==================== retire_ctrl
retire_ctrl/placement_by_type.png
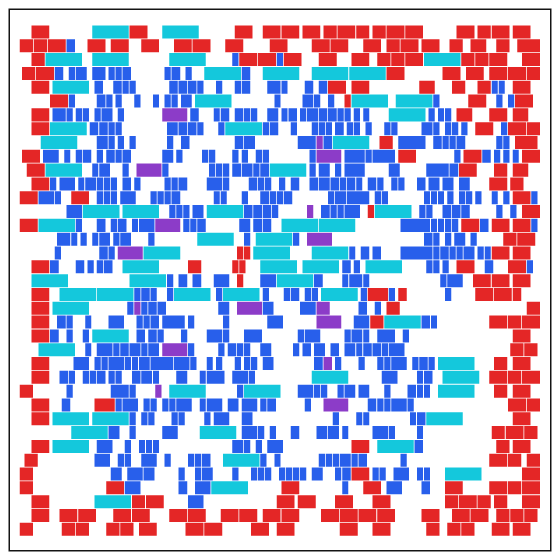

`src/rtl/retire_ctrl.sv`:
```
// -----------------------------------------------------------------------------
// retire_ctrl
//
// Multi-way in-order commit controller sitting between the ROB head and the
// free list, architectural map table, store queue and load queue. Each cycle
// it looks at the WAY oldest ROB entries and decides how many retire. The
// retirement path is purely combinational from head_* to the outputs. A small
// RUN/FLUSH/HALTED state machine and two performance counters sit alongside.
//
// Ports
//   clock, reset        rising-edge clock, synchronous active-low reset
//   head_*              per-slot ROB head information, slot 0 is oldest
//   sq_grant            number of offered stores the SQ accepts this cycle
//   retire_num          entries popped from the ROB this cycle
//   free_valid/_Told    old physical registers returned to the free list
//   amt_we/_arch/_T     architectural map table writes (younger slot wins)
//   sq_req              number of stores offered to the SQ this cycle
//   lq_retire           per-slot load retire mask
//   flush               registered one-cycle pipeline flush pulse
//   halted              sticky halt indication, cleared only by reset
//   retired_cnt         total retired instructions (wraps)
//   store_stall_cnt     cycles a ready store was held back by the SQ (saturates)
// -----------------------------------------------------------------------------
module retire_ctrl #(
   parameter  int WAY         = 3,
   parameter  int STORE_PORTS = 1,
   parameter  int PHY_IDX_W   = 6,
   parameter  int ARCH_IDX_W  = 5,
   parameter  int CNT_W       = 32,
   localparam int RN_W        = $clog2(WAY + 1),
   localparam int SQ_W        = $clog2(STORE_PORTS + 1)
) (
   input  logic                      clock,
   input  logic                      reset,
   input  logic [WAY-1:0]            head_valid,
   input  logic [WAY-1:0]            head_complete,
   input  logic [WAY-1:0]            head_is_store,
   input  logic [WAY-1:0]            head_is_load,
   input  logic [WAY-1:0]            head_has_dest,
   input  logic [WAY-1:0]            head_mispredict,
   input  logic [WAY-1:0]            head_halt,
   input  logic [WAY*PHY_IDX_W-1:0]  head_T,
   input  logic [WAY*PHY_IDX_W-1:0]  head_Told,
   input  logic [WAY*ARCH_IDX_W-1:0] head_arch_dest,
   input  logic [SQ_W-1:0]           sq_grant,
   output logic [RN_W-1:0]           retire_num,
   output logic [WAY-1:0]            free_valid,
   output logic [WAY*PHY_IDX_W-1:0]  free_Told,
   output logic [WAY-1:0]            amt_we,
   output logic [WAY*ARCH_IDX_W-1:0] amt_arch,
   output logic [WAY*PHY_IDX_W-1:0]  amt_T,
   output logic [SQ_W-1:0]           sq_req,
   output logic [WAY-1:0]            lq_retire,
   output logic                      flush,
   output logic                      halted,
   output logic [CNT_W-1:0]          retired_cnt,
   output logic [CNT_W-1:0]          store_stall_cnt
);

   typedef enum logic [1:0] {
      ST_RUN,
      ST_FLUSH,
      ST_HALTED
   } state_e;

   state_e           state_q, state_d;
   logic [CNT_W-1:0] retired_cnt_q, retired_cnt_d;
   logic [CNT_W-1:0] stall_cnt_q, stall_cnt_d;

   logic [WAY-1:0]   slot_ready;
   logic [RN_W-1:0]  cand_len;
   logic [SQ_W-1:0]  cand_stores;
   logic             cand_stop;
   logic [RN_W-1:0]  commit_len;
   logic [SQ_W-1:0]  commit_seen;
   logic             commit_stop;
   logic [WAY-1:0]   commit_mask;
   logic             run_en;
   logic             halt_hit;
   logic             mp_hit;
   logic             stall_event;

   // Retirement only happens in RUN and never while reset is held low.
   assign run_en     = (state_q == ST_RUN) && reset;
   assign slot_ready = head_valid & head_complete;

   // Candidate prefix: oldest-first run of finished slots. It stops in front
   // of a store the SQ could never take this cycle, and stops just after the
   // first mispredict/halt so nothing younger than a redirect retires.
   // NOTE: every variable written in an always_comb gets a default at the top
   // so no path leaves it unassigned, which would otherwise infer a latch.
   always_comb begin
      cand_len    = '0;
      cand_stores = '0;
      cand_stop   = 1'b0;
      for (int i = 0; i < WAY; i++) begin
         if (!cand_stop) begin
            if (!slot_ready[i]) begin
               cand_stop = 1'b1;
            end else if (head_is_store[i] && (int'(cand_stores) == STORE_PORTS)) begin
               cand_stop = 1'b1;
            end else begin
               cand_len = RN_W'(i + 1);
               if (head_is_store[i]) begin
                  cand_stores = cand_stores + SQ_W'(1);
               end
               if (head_mispredict[i] || head_halt[i]) begin
                  cand_stop = 1'b1;
               end
            end
         end
      end
   end

   // Commit group: the candidate prefix cut just before the first store the
   // SQ did not grant. Older non-store slots ahead of that store still go.
   always_comb begin
      commit_len  = '0;
      commit_seen = '0;
      commit_stop = 1'b0;
      for (int i = 0; i < WAY; i++) begin
         if (!commit_stop && (i < int'(cand_len))) begin
            if (head_is_store[i] && (commit_seen == sq_grant)) begin
               commit_stop = 1'b1;
            end else begin
               commit_len = RN_W'(i + 1);
               if (head_is_store[i]) begin
                  commit_seen = commit_seen + SQ_W'(1);
               end
            end
         end
      end
   end

   always_comb begin
      commit_mask = '0;
      for (int i = 0; i < WAY; i++) begin
         commit_mask[i] = run_en && (i < int'(commit_len));
      end
   end

   assign retire_num = run_en ? commit_len  : '0;
   assign sq_req     = run_en ? cand_stores : '0;
   assign free_valid = commit_mask & head_has_dest;
   assign amt_we     = commit_mask & head_has_dest;
   assign lq_retire  = commit_mask & head_is_load;

   // Index/value buses pass straight through; the enables qualify them. When
   // two retiring slots share an arch dest, the map table applies slots in
   // order so the younger (higher) slot's T is the one that sticks.
   assign free_Told  = head_Told;
   assign amt_arch   = head_arch_dest;
   assign amt_T      = head_T;

   // A redirect only counts if its slot actually commits; one stuck behind an
   // ungranted store is ignored and will be seen again next cycle.
   assign halt_hit    = |(commit_mask & head_halt);
   assign mp_hit      = |(commit_mask & head_mispredict);
   assign stall_event = (sq_req > sq_grant);

   always_comb begin
      state_d = state_q;
      unique case (state_q)
         ST_RUN: begin
            if (halt_hit) begin
               state_d = ST_HALTED;
            end else if (mp_hit) begin
               state_d = ST_FLUSH;
            end
         end
         ST_FLUSH:  state_d = ST_RUN;
         ST_HALTED: state_d = ST_HALTED;
         default:   state_d = ST_RUN;
      endcase
   end

   always_comb begin
      retired_cnt_d = retired_cnt_q + CNT_W'(retire_num);
      stall_cnt_d   = stall_cnt_q;
      if (stall_event && (stall_cnt_q != {CNT_W{1'b1}})) begin
         stall_cnt_d = stall_cnt_q + CNT_W'(1);
      end
   end

   // NOTE: state registers use non-blocking assignments so every flop samples
   // its pre-edge value; reset is synchronous, so it is only seen at an edge.
   always_ff @(posedge clock) begin
      if (!reset) begin
         state_q       <= ST_RUN;
         retired_cnt_q <= '0;
         stall_cnt_q   <= '0;
      end else begin
         state_q       <= state_d;
         retired_cnt_q <= retired_cnt_d;
         stall_cnt_q   <= stall_cnt_d;
      end
   end

   // Flush and halted decode straight from the state register, so both are
   // glitch-free registered signals.
   assign flush           = (state_q == ST_FLUSH);
   assign halted          = (state_q == ST_HALTED);
   assign retired_cnt     = retired_cnt_q;
   assign store_stall_cnt = stall_cnt_q;

   // The SQ may never accept more stores than were offered.
   always_ff @(posedge clock) begin
      if (reset) begin
         assert (sq_grant <= sq_req);
      end
   end

endmodule

```
`config.mk`:
```
export PLATFORM = sky130hd
export DESIGN_NAME = retire_ctrl
export DESIGN_NICKNAME = d
export VERILOG_FILES = /design/src/rtl/retire_ctrl.sv
export SDC_FILE = /design/constraint.sdc
export NUM_CORES = 1
export LEC_CHECK = 0
export ABC_AREA = 1
export CAP_MARGIN = 5
export CORE_MARGIN = 1.5
export CORE_UTILIZATION = 42
export CTS_CLUSTER_DIAMETER = 200
export DETAILED_ROUTE_END_ITERATION = 8
export GPL_TIMING_DRIVEN = 0
export PLACE_DENSITY_LB_ADDON = 0.3
export SLEW_MARGIN = 20
export SYNTH_ARGS = -nofsm -noshare
export SYNTH_HDL_FRONTEND = slang
export SYNTH_SLANG_ARGS = --single-unit
```
`constraint.sdc`:
```
create_clock -name clock -period 3 [get_ports clock]
set_input_delay 0.45 -clock clock [delete_from_list [all_inputs] [get_ports clock]]
set_output_delay 0.45 -clock clock [all_outputs]
set_load 0.02 [all_outputs]
```
==================== override_tracker
==> src/rtl/override_tracker.sv <==
// override_tracker
//
// Purpose:
//   Keeps a free-running counter and a result register. The result register
//   can be left free for ordinary writes, bound to follow the counter
//   (TRACK), or pinned to a captured value (PIN). Writes that arrive while
//   the result is bound, or on the same edge as a binding request, are
//   rejected and flagged for one cycle on wr_blocked.
//
// Ports:
//   clk          - single clock, all state updates on its rising edge
//   rst_n        - asynchronous active-low reset
//   cnt_en       - increment the internal counter on this edge
//   assign_req   - bind result to the counter (to TRACK)
//   deassign_req - release any binding (to FREE)
//   pin_req      - pin result to pin_data (to PIN)
//   pin_data     - value captured into result with pin_req
//   wr_en        - ordinary write of wr_data into result
//   wr_data      - ordinary write value
//   counter      - internal counter register
//   result       - result register
//   state        - FREE=2'b00, TRACK=2'b01, PIN=2'b10
//   wr_blocked   - high for one cycle after a rejected write

module override_tracker #(
    parameter int WIDTH = 32
) (
    input  logic             clk,
    input  logic             rst_n,
    input  logic             cnt_en,
    input  logic             assign_req,
    input  logic             deassign_req,
    input  logic             pin_req,
    input  logic [WIDTH-1:0] pin_data,
    input  logic             wr_en,
    input  logic [WIDTH-1:0] wr_data,
    output logic [WIDTH-1:0] counter,
    output logic [WIDTH-1:0] result,
    output logic [1:0]       state,
    output logic             wr_blocked
);

    localparam logic [1:0] STATE_FREE  = 2'b00;
    localparam logic [1:0] STATE_TRACK = 2'b01;
    localparam logic [1:0] STATE_PIN   = 2'b10;

    logic [WIDTH-1:0] counter_q, counter_d;
    logic [WIDTH-1:0] result_q,  result_d;
    logic [1:0]       state_q,   state_d;
    logic             wr_blocked_q, wr_blocked_d;
    logic             anyReq;

    assign anyReq = deassign_req | pin_req | assign_req;

    // Counter runs independently of the binding state and wraps naturally.
    always_comb begin
        counter_d = counter_q;
        if (cnt_en) begin
            counter_d = counter_q + {{(WIDTH-1){1'b0}}, 1'b1};
        end
    end

    // Request decoding against the pre-edge state, highest priority first:
    // deassign, then pin, then assign. With no request, the current state
    // decides what the result register does. A tracked result takes the
    // counter value from before the edge, so it lags the counter by one.
    always_comb begin
        state_d  = state_q;
        result_d = result_q;
        if (deassign_req) begin
            state_d = STATE_FREE;
        end else if (pin_req) begin
            state_d  = STATE_PIN;
            result_d = pin_data;
        end else if (assign_req && state_q != STATE_TRACK) begin
            state_d = STATE_TRACK;
        end else begin
            case (state_q)
                STATE_TRACK: result_d = counter_q;
                STATE_FREE: begin
                    if (wr_en) begin
                        result_d = wr_data;
                    end
                end
                default: result_d = result_q;
            endcase
        end
    end

    // A write is rejected whenever it cannot land: the pre-edge state is
    // bound, or a binding request competes with it on the same edge.
    always_comb begin
        wr_blocked_d = wr_en & ((state_q != STATE_FREE) | anyReq);
    end

    // State registers with asynchronous reset back to FREE.
    always_ff @(posedge clk or negedge rst_n) begin
        if (!rst_n) begin
            counter_q    <= '0;
            result_q     <= '0;
            state_q      <= STATE_FREE;
            wr_blocked_q <= 1'b0;
        end else begin
            counter_q    <= counter_d;
            result_q     <= result_d;
            state_q      <= state_d;
            wr_blocked_q <= wr_blocked_d;
        end
    end

    assign counter    = counter_q;
    assign result     = result_q;
    assign state      = state_q;
    assign wr_blocked = wr_blocked_q;

endmodule

==> config.mk <==
export PLATFORM = sky130hd
export DESIGN_NAME = override_tracker
export DESIGN_NICKNAME = d
export VERILOG_FILES = /design/src/rtl/override_tracker.sv
export SDC_FILE = /design/constraint.sdc
export NUM_CORES = 1
export LEC_CHECK = 0
export CORE_MARGIN = 2
export CORE_UTILIZATION = 43
export DETAILED_ROUTE_END_ITERATION = 16
export GPL_TIMING_DRIVEN = 0
export PLACE_DENSITY = 0.8
export SLEW_MARGIN = 10
export SYNTH_ARGS = -nofsm -noshare
export SYNTH_HDL_FRONTEND = slang
export SYNTH_SLANG_ARGS = --single-unit
==> constraint.sdc <==
create_clock -name clk -period 2.15 [get_ports clk]
set_input_delay 0.3225 -clock clk [delete_from_list [all_inputs] [get_ports clk]]
set_output_delay 0.3225 -clock clk [all_outputs]
set_load 0.005 [all_outputs]
==================== alu_dispatch
**config.mk**
```make
export PLATFORM = sky130hd
export DESIGN_NAME = alu_dispatch
export DESIGN_NICKNAME = d
export VERILOG_FILES = /design/src/rtl/alu_pkg.sv /design/src/rtl/alu_dispatch_fifo.sv /design/src/rtl/alu_dispatch.sv
export SDC_FILE = /design/constraint.sdc
export NUM_CORES = 1
export LEC_CHECK = 0
export ABC_CLOCK_PERIOD_IN_PS = 3100
export CORE_MARGIN = 5
export CORE_UTILIZATION = 53
export CTS_CLUSTER_SIZE = 25
export DETAILED_ROUTE_END_ITERATION = 10
export GPL_TIMING_DRIVEN = 0
export PLACE_DENSITY = 0.75
export SYNTH_ARGS = -nofsm -noshare
export SYNTH_HDL_FRONTEND = slang
export SYNTH_SLANG_ARGS = --single-unit
```
**constraint.sdc**
```tcl
create_clock -name clk -period 3.1 [get_ports clk]
set_clock_uncertainty 0.05 [all_clocks]
set_input_delay 0.62 -clock clk [delete_from_list [all_inputs] [get_ports clk]]
set_output_delay 0.62 -clock clk [all_outputs]
set_load 0.01 [all_outputs]
```
**src/rtl/alu_pkg.sv**
```systemverilog
// Shared constants and the instruction record for the ALU dispatch block.
package alu_pkg;
  localparam int N = 32;
  localparam int REG_W = 3;

  localparam logic [3:0] OP_AND  = 4'b0000;
  localparam logic [3:0] OP_OR   = 4'b0001;
  localparam logic [3:0] OP_ADD  = 4'b0010;
  localparam logic [3:0] OP_SUB  = 4'b0110;
  localparam logic [3:0] OP_SLT  = 4'b0111;
  localparam logic [3:0] OP_NOR  = 4'b1100;
  localparam logic [3:0] OP_PACK = 4'b1101;

  typedef struct packed {
    logic [3:0]       op;
    logic [REG_W-1:0] rs;
    logic [REG_W-1:0] rt;
    logic [REG_W-1:0] rd;
  } instr_t;

  localparam int INSTR_W = $bits(instr_t);
endpackage

```
**src/rtl/alu_dispatch_fifo.sv**
```systemverilog
// Synchronous FIFO; the extra pointer bit separates full from empty.
module alu_dispatch_fifo #(
  parameter int WIDTH = 13,
  parameter int DEPTH = 4
) (
  input  logic             clk,
  input  logic             rst,
  input  logic             push,
  input  logic [WIDTH-1:0] wdata,
  input  logic             pop,
  output logic [WIDTH-1:0] rdata,
  output logic             full,
  output logic             empty
);
  localparam int AW = $clog2(DEPTH);

  logic [WIDTH-1:0] mem [DEPTH];
  logic [AW:0]      wr_ptr;
  logic [AW:0]      rd_ptr;

  assign empty = (wr_ptr == rd_ptr);
  assign full  = (wr_ptr[AW] != rd_ptr[AW]) && (wr_ptr[AW-1:0] == rd_ptr[AW-1:0]);
  assign rdata = mem[rd_ptr[AW-1:0]];

  always_ff @(posedge clk) begin
    if (rst) begin
      wr_ptr <= '0;
      rd_ptr <= '0;
    end else begin
      if (push && !full) wr_ptr <= wr_ptr + (AW+1)'(1);
      if (pop && !empty) rd_ptr <= rd_ptr + (AW+1)'(1);
    end
  end

  // Storage carries no reset; only the pointers define what is valid.
  always_ff @(posedge clk) begin
    if (push && !full && !rst) mem[wr_ptr[AW-1:0]] <= wdata;
  end
endmodule

```
**src/rtl/alu_dispatch.sv**
```systemverilog
// Instruction FIFO -> EXEC operand register -> WB record, with register file and EXEC bypass.
// Handshakes: a transfer happens on an edge where valid && ready; valid never waits on ready.
module alu_dispatch #(
  parameter int N     = alu_pkg::N,
  parameter int DEPTH = 4
) (
  input  logic         clk,
  input  logic         rst,
  input  logic         in_valid,
  output logic         in_ready,
  input  logic [3:0]   in_op,
  input  logic [2:0]   in_rs,
  input  logic [2:0]   in_rt,
  input  logic [2:0]   in_rd,
  output logic [N-1:0] alu_inA,
  output logic [N-1:0] alu_inB,
  output logic [3:0]   alu_op,
  input  logic [N-1:0] alu_out,
  input  logic         alu_zero,
  output logic         wb_valid,
  input  logic         wb_ready,
  output logic [2:0]   wb_rd,
  output logic [N-1:0] wb_data,
  output logic         wb_zero,
  input  logic [2:0]   dbg_addr,
  output logic [N-1:0] dbg_data
);
  import alu_pkg::*;

  logic [N-1:0] regs [8];
  instr_t       head;
  instr_t       wr_instr;
  logic         full, empty, push, pop, advance;
  logic         exec_valid;
  logic [2:0]   exec_rd;
  logic [N-1:0] opa, opb;

  assign in_ready = !full && !rst;
  assign push     = in_valid && in_ready;
  assign advance  = !(wb_valid && !wb_ready);
  assign pop      = advance && !empty;
  assign wr_instr = '{op: in_op, rs: in_rs, rt: in_rt, rd: in_rd};
  assign dbg_data = regs[dbg_addr];

  alu_dispatch_fifo #(.WIDTH(INSTR_W), .DEPTH(DEPTH)) u_fifo (
    .clk   (clk),
    .rst   (rst),
    .push  (push),
    .wdata (wr_instr),
    .pop   (pop),
    .rdata (head),
    .full  (full),
    .empty (empty)
  );

  // The EXEC result is written on the same edge the next instruction issues, so forward it.
  always_comb begin
    opa = regs[head.rs];
    opb = regs[head.rt];
    if (exec_valid && exec_rd == head.rs && head.rs != '0) opa = alu_out;
    if (exec_valid && exec_rd == head.rt && head.rt != '0) opb = alu_out;
  end

  always_ff @(posedge clk) begin
    if (rst) begin
      exec_valid <= 1'b0;
      exec_rd    <= '0;
      alu_inA    <= '0;
      alu_inB    <= '0;
      alu_op     <= '0;
      wb_valid   <= 1'b0;
      wb_rd      <= '0;
      wb_data    <= '0;
      wb_zero    <= 1'b0;
      for (int i = 0; i < 8; i++) regs[i] <= '0;
    end else if (advance) begin
      if (!empty) begin
        alu_inA    <= opa;
        alu_inB    <= opb;
        alu_op     <= head.op;
        exec_rd    <= head.rd;
        exec_valid <= 1'b1;
      end else begin
        exec_valid <= 1'b0;
      end
      wb_valid <= exec_valid;
      if (exec_valid) begin
        wb_rd   <= exec_rd;
        wb_data <= alu_out;
        wb_zero <= alu_zero;
        if (exec_rd != '0) regs[exec_rd] <= alu_out;
      end
    end
  end
endmodule

```

==> screenshots <==
Clock wiring as the flow saved it.
picture 1
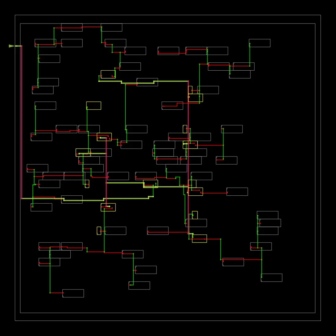
picture 2
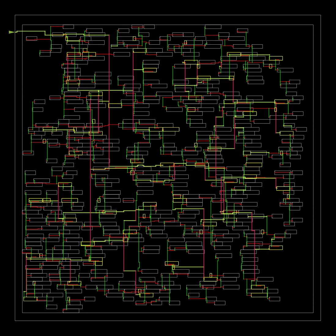
picture 3
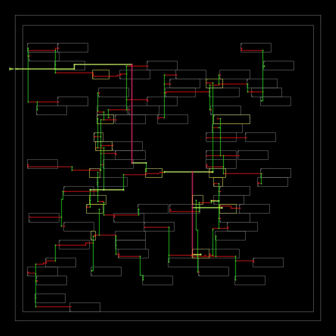
Picture 2 comes from alu_dispatch.
Picture 1 comes from retire_ctrl.
Picture 3 comes from override_tracker.
- most sequential cells: picture 2
- most clock buffers: picture 2

alu_dispatch/power_grid.png
Scale bar: 50 um. Pins as bars on the die edge. Tap cells in gray.
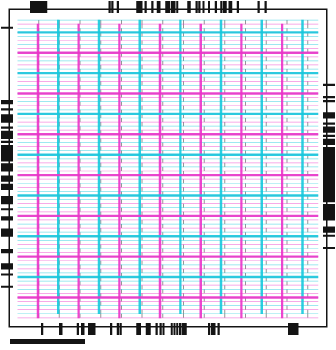
| color | net |
|---|---|
| magenta | VSS |
| cyan | VDD |
rows: 73
met1 rails: 74

==> ci_impl_report.md, alu_dispatch <==
## PnR job results

| Metric | Value |
|---|---|
| Area occupied by registers | roughly 0.012 mm^2 |
| Synth top cell by count | edfxtp_1 |
| Root buf cell | clkbuf_16 |
| CP Launch Type | primary input |
| Overflow after GRT | 0 |
| Seq share, synth | approximately 54% |
| Cell variety after synth | about 40 |
| Failing checks | negative setup slack |
| P_leak | about 9.7 nW |
| Pint | roughly 14 mW |
| Setup WS post-layout | -0.155 ns |
| Peak supply drop | approximately 630 uV |
| Required @ worst endpoint | around 3.5 ns |
| Buffer share of cell area | about a tenth |
| Vias in the first global route | around 17,000 |
| Slew margin rel. | a little over a fifth |
| M1 GR Usage | 41.2% |
| Most frequent logic cell in the layout | edfxtp_1 |
| Register with the most flip-flops | regs |
| Count of library flops with an enable pin | 308 |
| R2R Setup Slk | -0.04 ns |
| Core Region | roughly 0.04 mm^2 |
| Status | finished with violations |
| Final setup vio count | approximately 110 |
| Full die area | 0.0444 mm^2 |
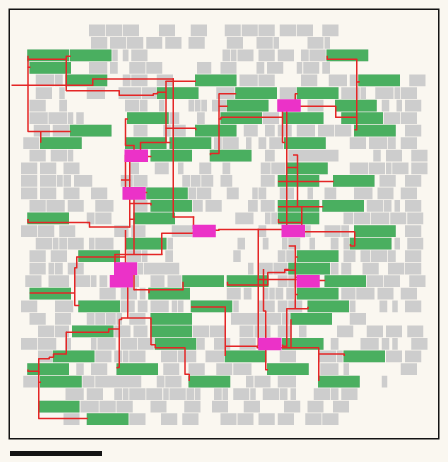
override_tracker/clk_routes.png
Scale bar: 20 um.
[magenta] clock drivers | count: 9
[green] flip-flops | count: 67
[red] clock wires | length: 832 um
routed clock nets: 10

==> ci_impl_report.md, override_tracker <==
## PnR job results

| Metric | Value |
|---|---|
| Worst Max-Slew Pin Slew | between 0.5 and 0.6 ns |
| Reg2Reg Depth | 5 |
| Yosys Instances | approximately 310 |
| R2R Path End | counter[18] |
| CTS hold repair buffers | 1 |
| Status | finished, final reports clean |
| Vias in the first global route | between 2,000 and 3,000 |
| Post-DP Area | a little under 0.005 mm^2 |
| Hold Violations, Final | 0 |
| Count of library flops with an enable pin | 0 |
| CP Depth | 5 |
| Die y size | around 93 um |
| Worst r2r src | counter[0] |
| Setup_tns | 0 ns |
| 1st-pass router iterations | 4 |
| M1 GR Usage | a little over a quarter |
| Syn. warnings | 0 |
| Log Warnings | 26 |
| Bufs w/o clock | between 150 and 200 |
| Avg Cell Area, Syn | about 11 um^2 |
| Post-Syn Area | approximately 0.0034 mm^2 |
| Bufs and invs on worst path | 1 |
| Row count | 32 |
| Post-Layout Cell Count | approximately 570 |
| Asr flop ratio synth | 100% |
| Worst setup startpoint | cnt_en |
| Peak supply drop | approximately 530 uV |
| M2 GR Usage | around 37% |
| Logic share of the area | between 30 and 40% |
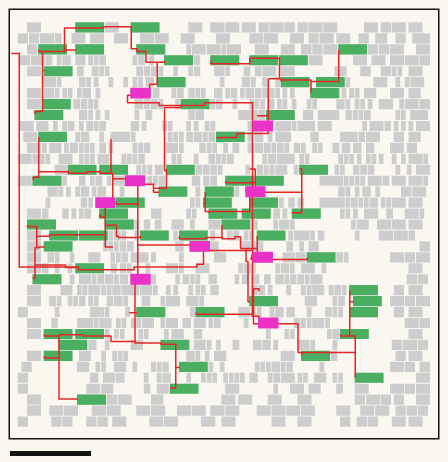
retire_ctrl/clk_routes.png
Scale bar: 20 um.
[magenta] clock drivers | count: 9
[green] flip-flops | count: 66
[red] clock wires | length: 906 um
flops lie: spread over the die

Notes on retire_ctrl/placement_by_type.png above:
| color | class | cells |
|---|---|---|
| cyan | flops | 66 |
| red | other buffers and delay cells | 220 |
| blue | combinational and other logic | 552 |
| purple | clock drivers and dummy loads | 16 |

==> ci_impl_report.md, retire_ctrl <==
## PnR job results

| Metric | Value |
|---|---|
| Status | finished, final reports clean |
| Final Slew Violations | 0 |
| Setup_tns | 0 ns |
| Max Clk Rate | between 0.3 and 0.4 GHz |
| Required @ worst endpoint | 2.55 ns |
| Simple-gate portion of the synthesized area | between 30% and 40% |
| Full die area | ~0.011 mm^2 |
| Flop pwr share | approximately 50% |
| Peak supply drop | about 210 uV |
| Final setup vio count | 0 |
| Min-delay src | retired_cnt[27] |
| CP Launch Type | primary input |
| Log Warnings | 27 |
| Asr flop ratio synth | 0% |
| Syn Inst Count | 685 |
| #MultiIn Comb | between 400 and 500 |
| Combinational power | 0.271 mW |
| Well Taps | between 100 and 150 |
| DRC viols | 0 |


## Gallery

Routed metal, one color a layer.
(a)
Scale bar: 20 um. Only two layers are drawn.
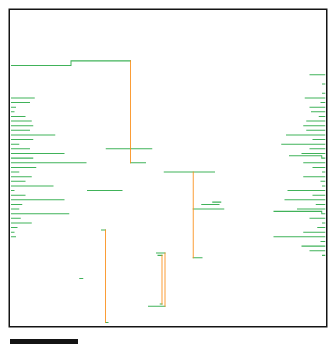
(b)
Scale bar: 20 um. Only two layers are drawn.
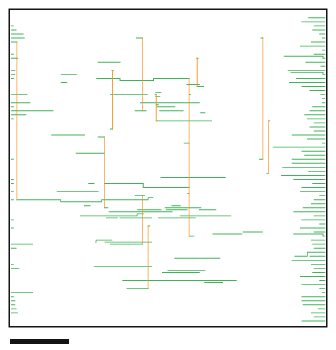
(c)
Scale bar: 50 um. Only two layers are drawn.
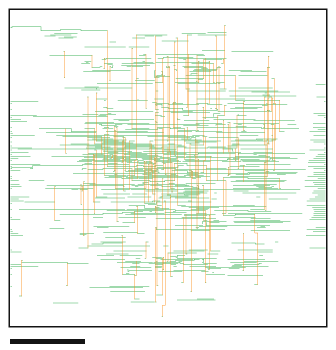
(c): alu_dispatch
(a): override_tracker
(b): retire_ctrl
- most wire: (c)
- least wire: (a)

Power is estimated from default activity; no workload was simulated.
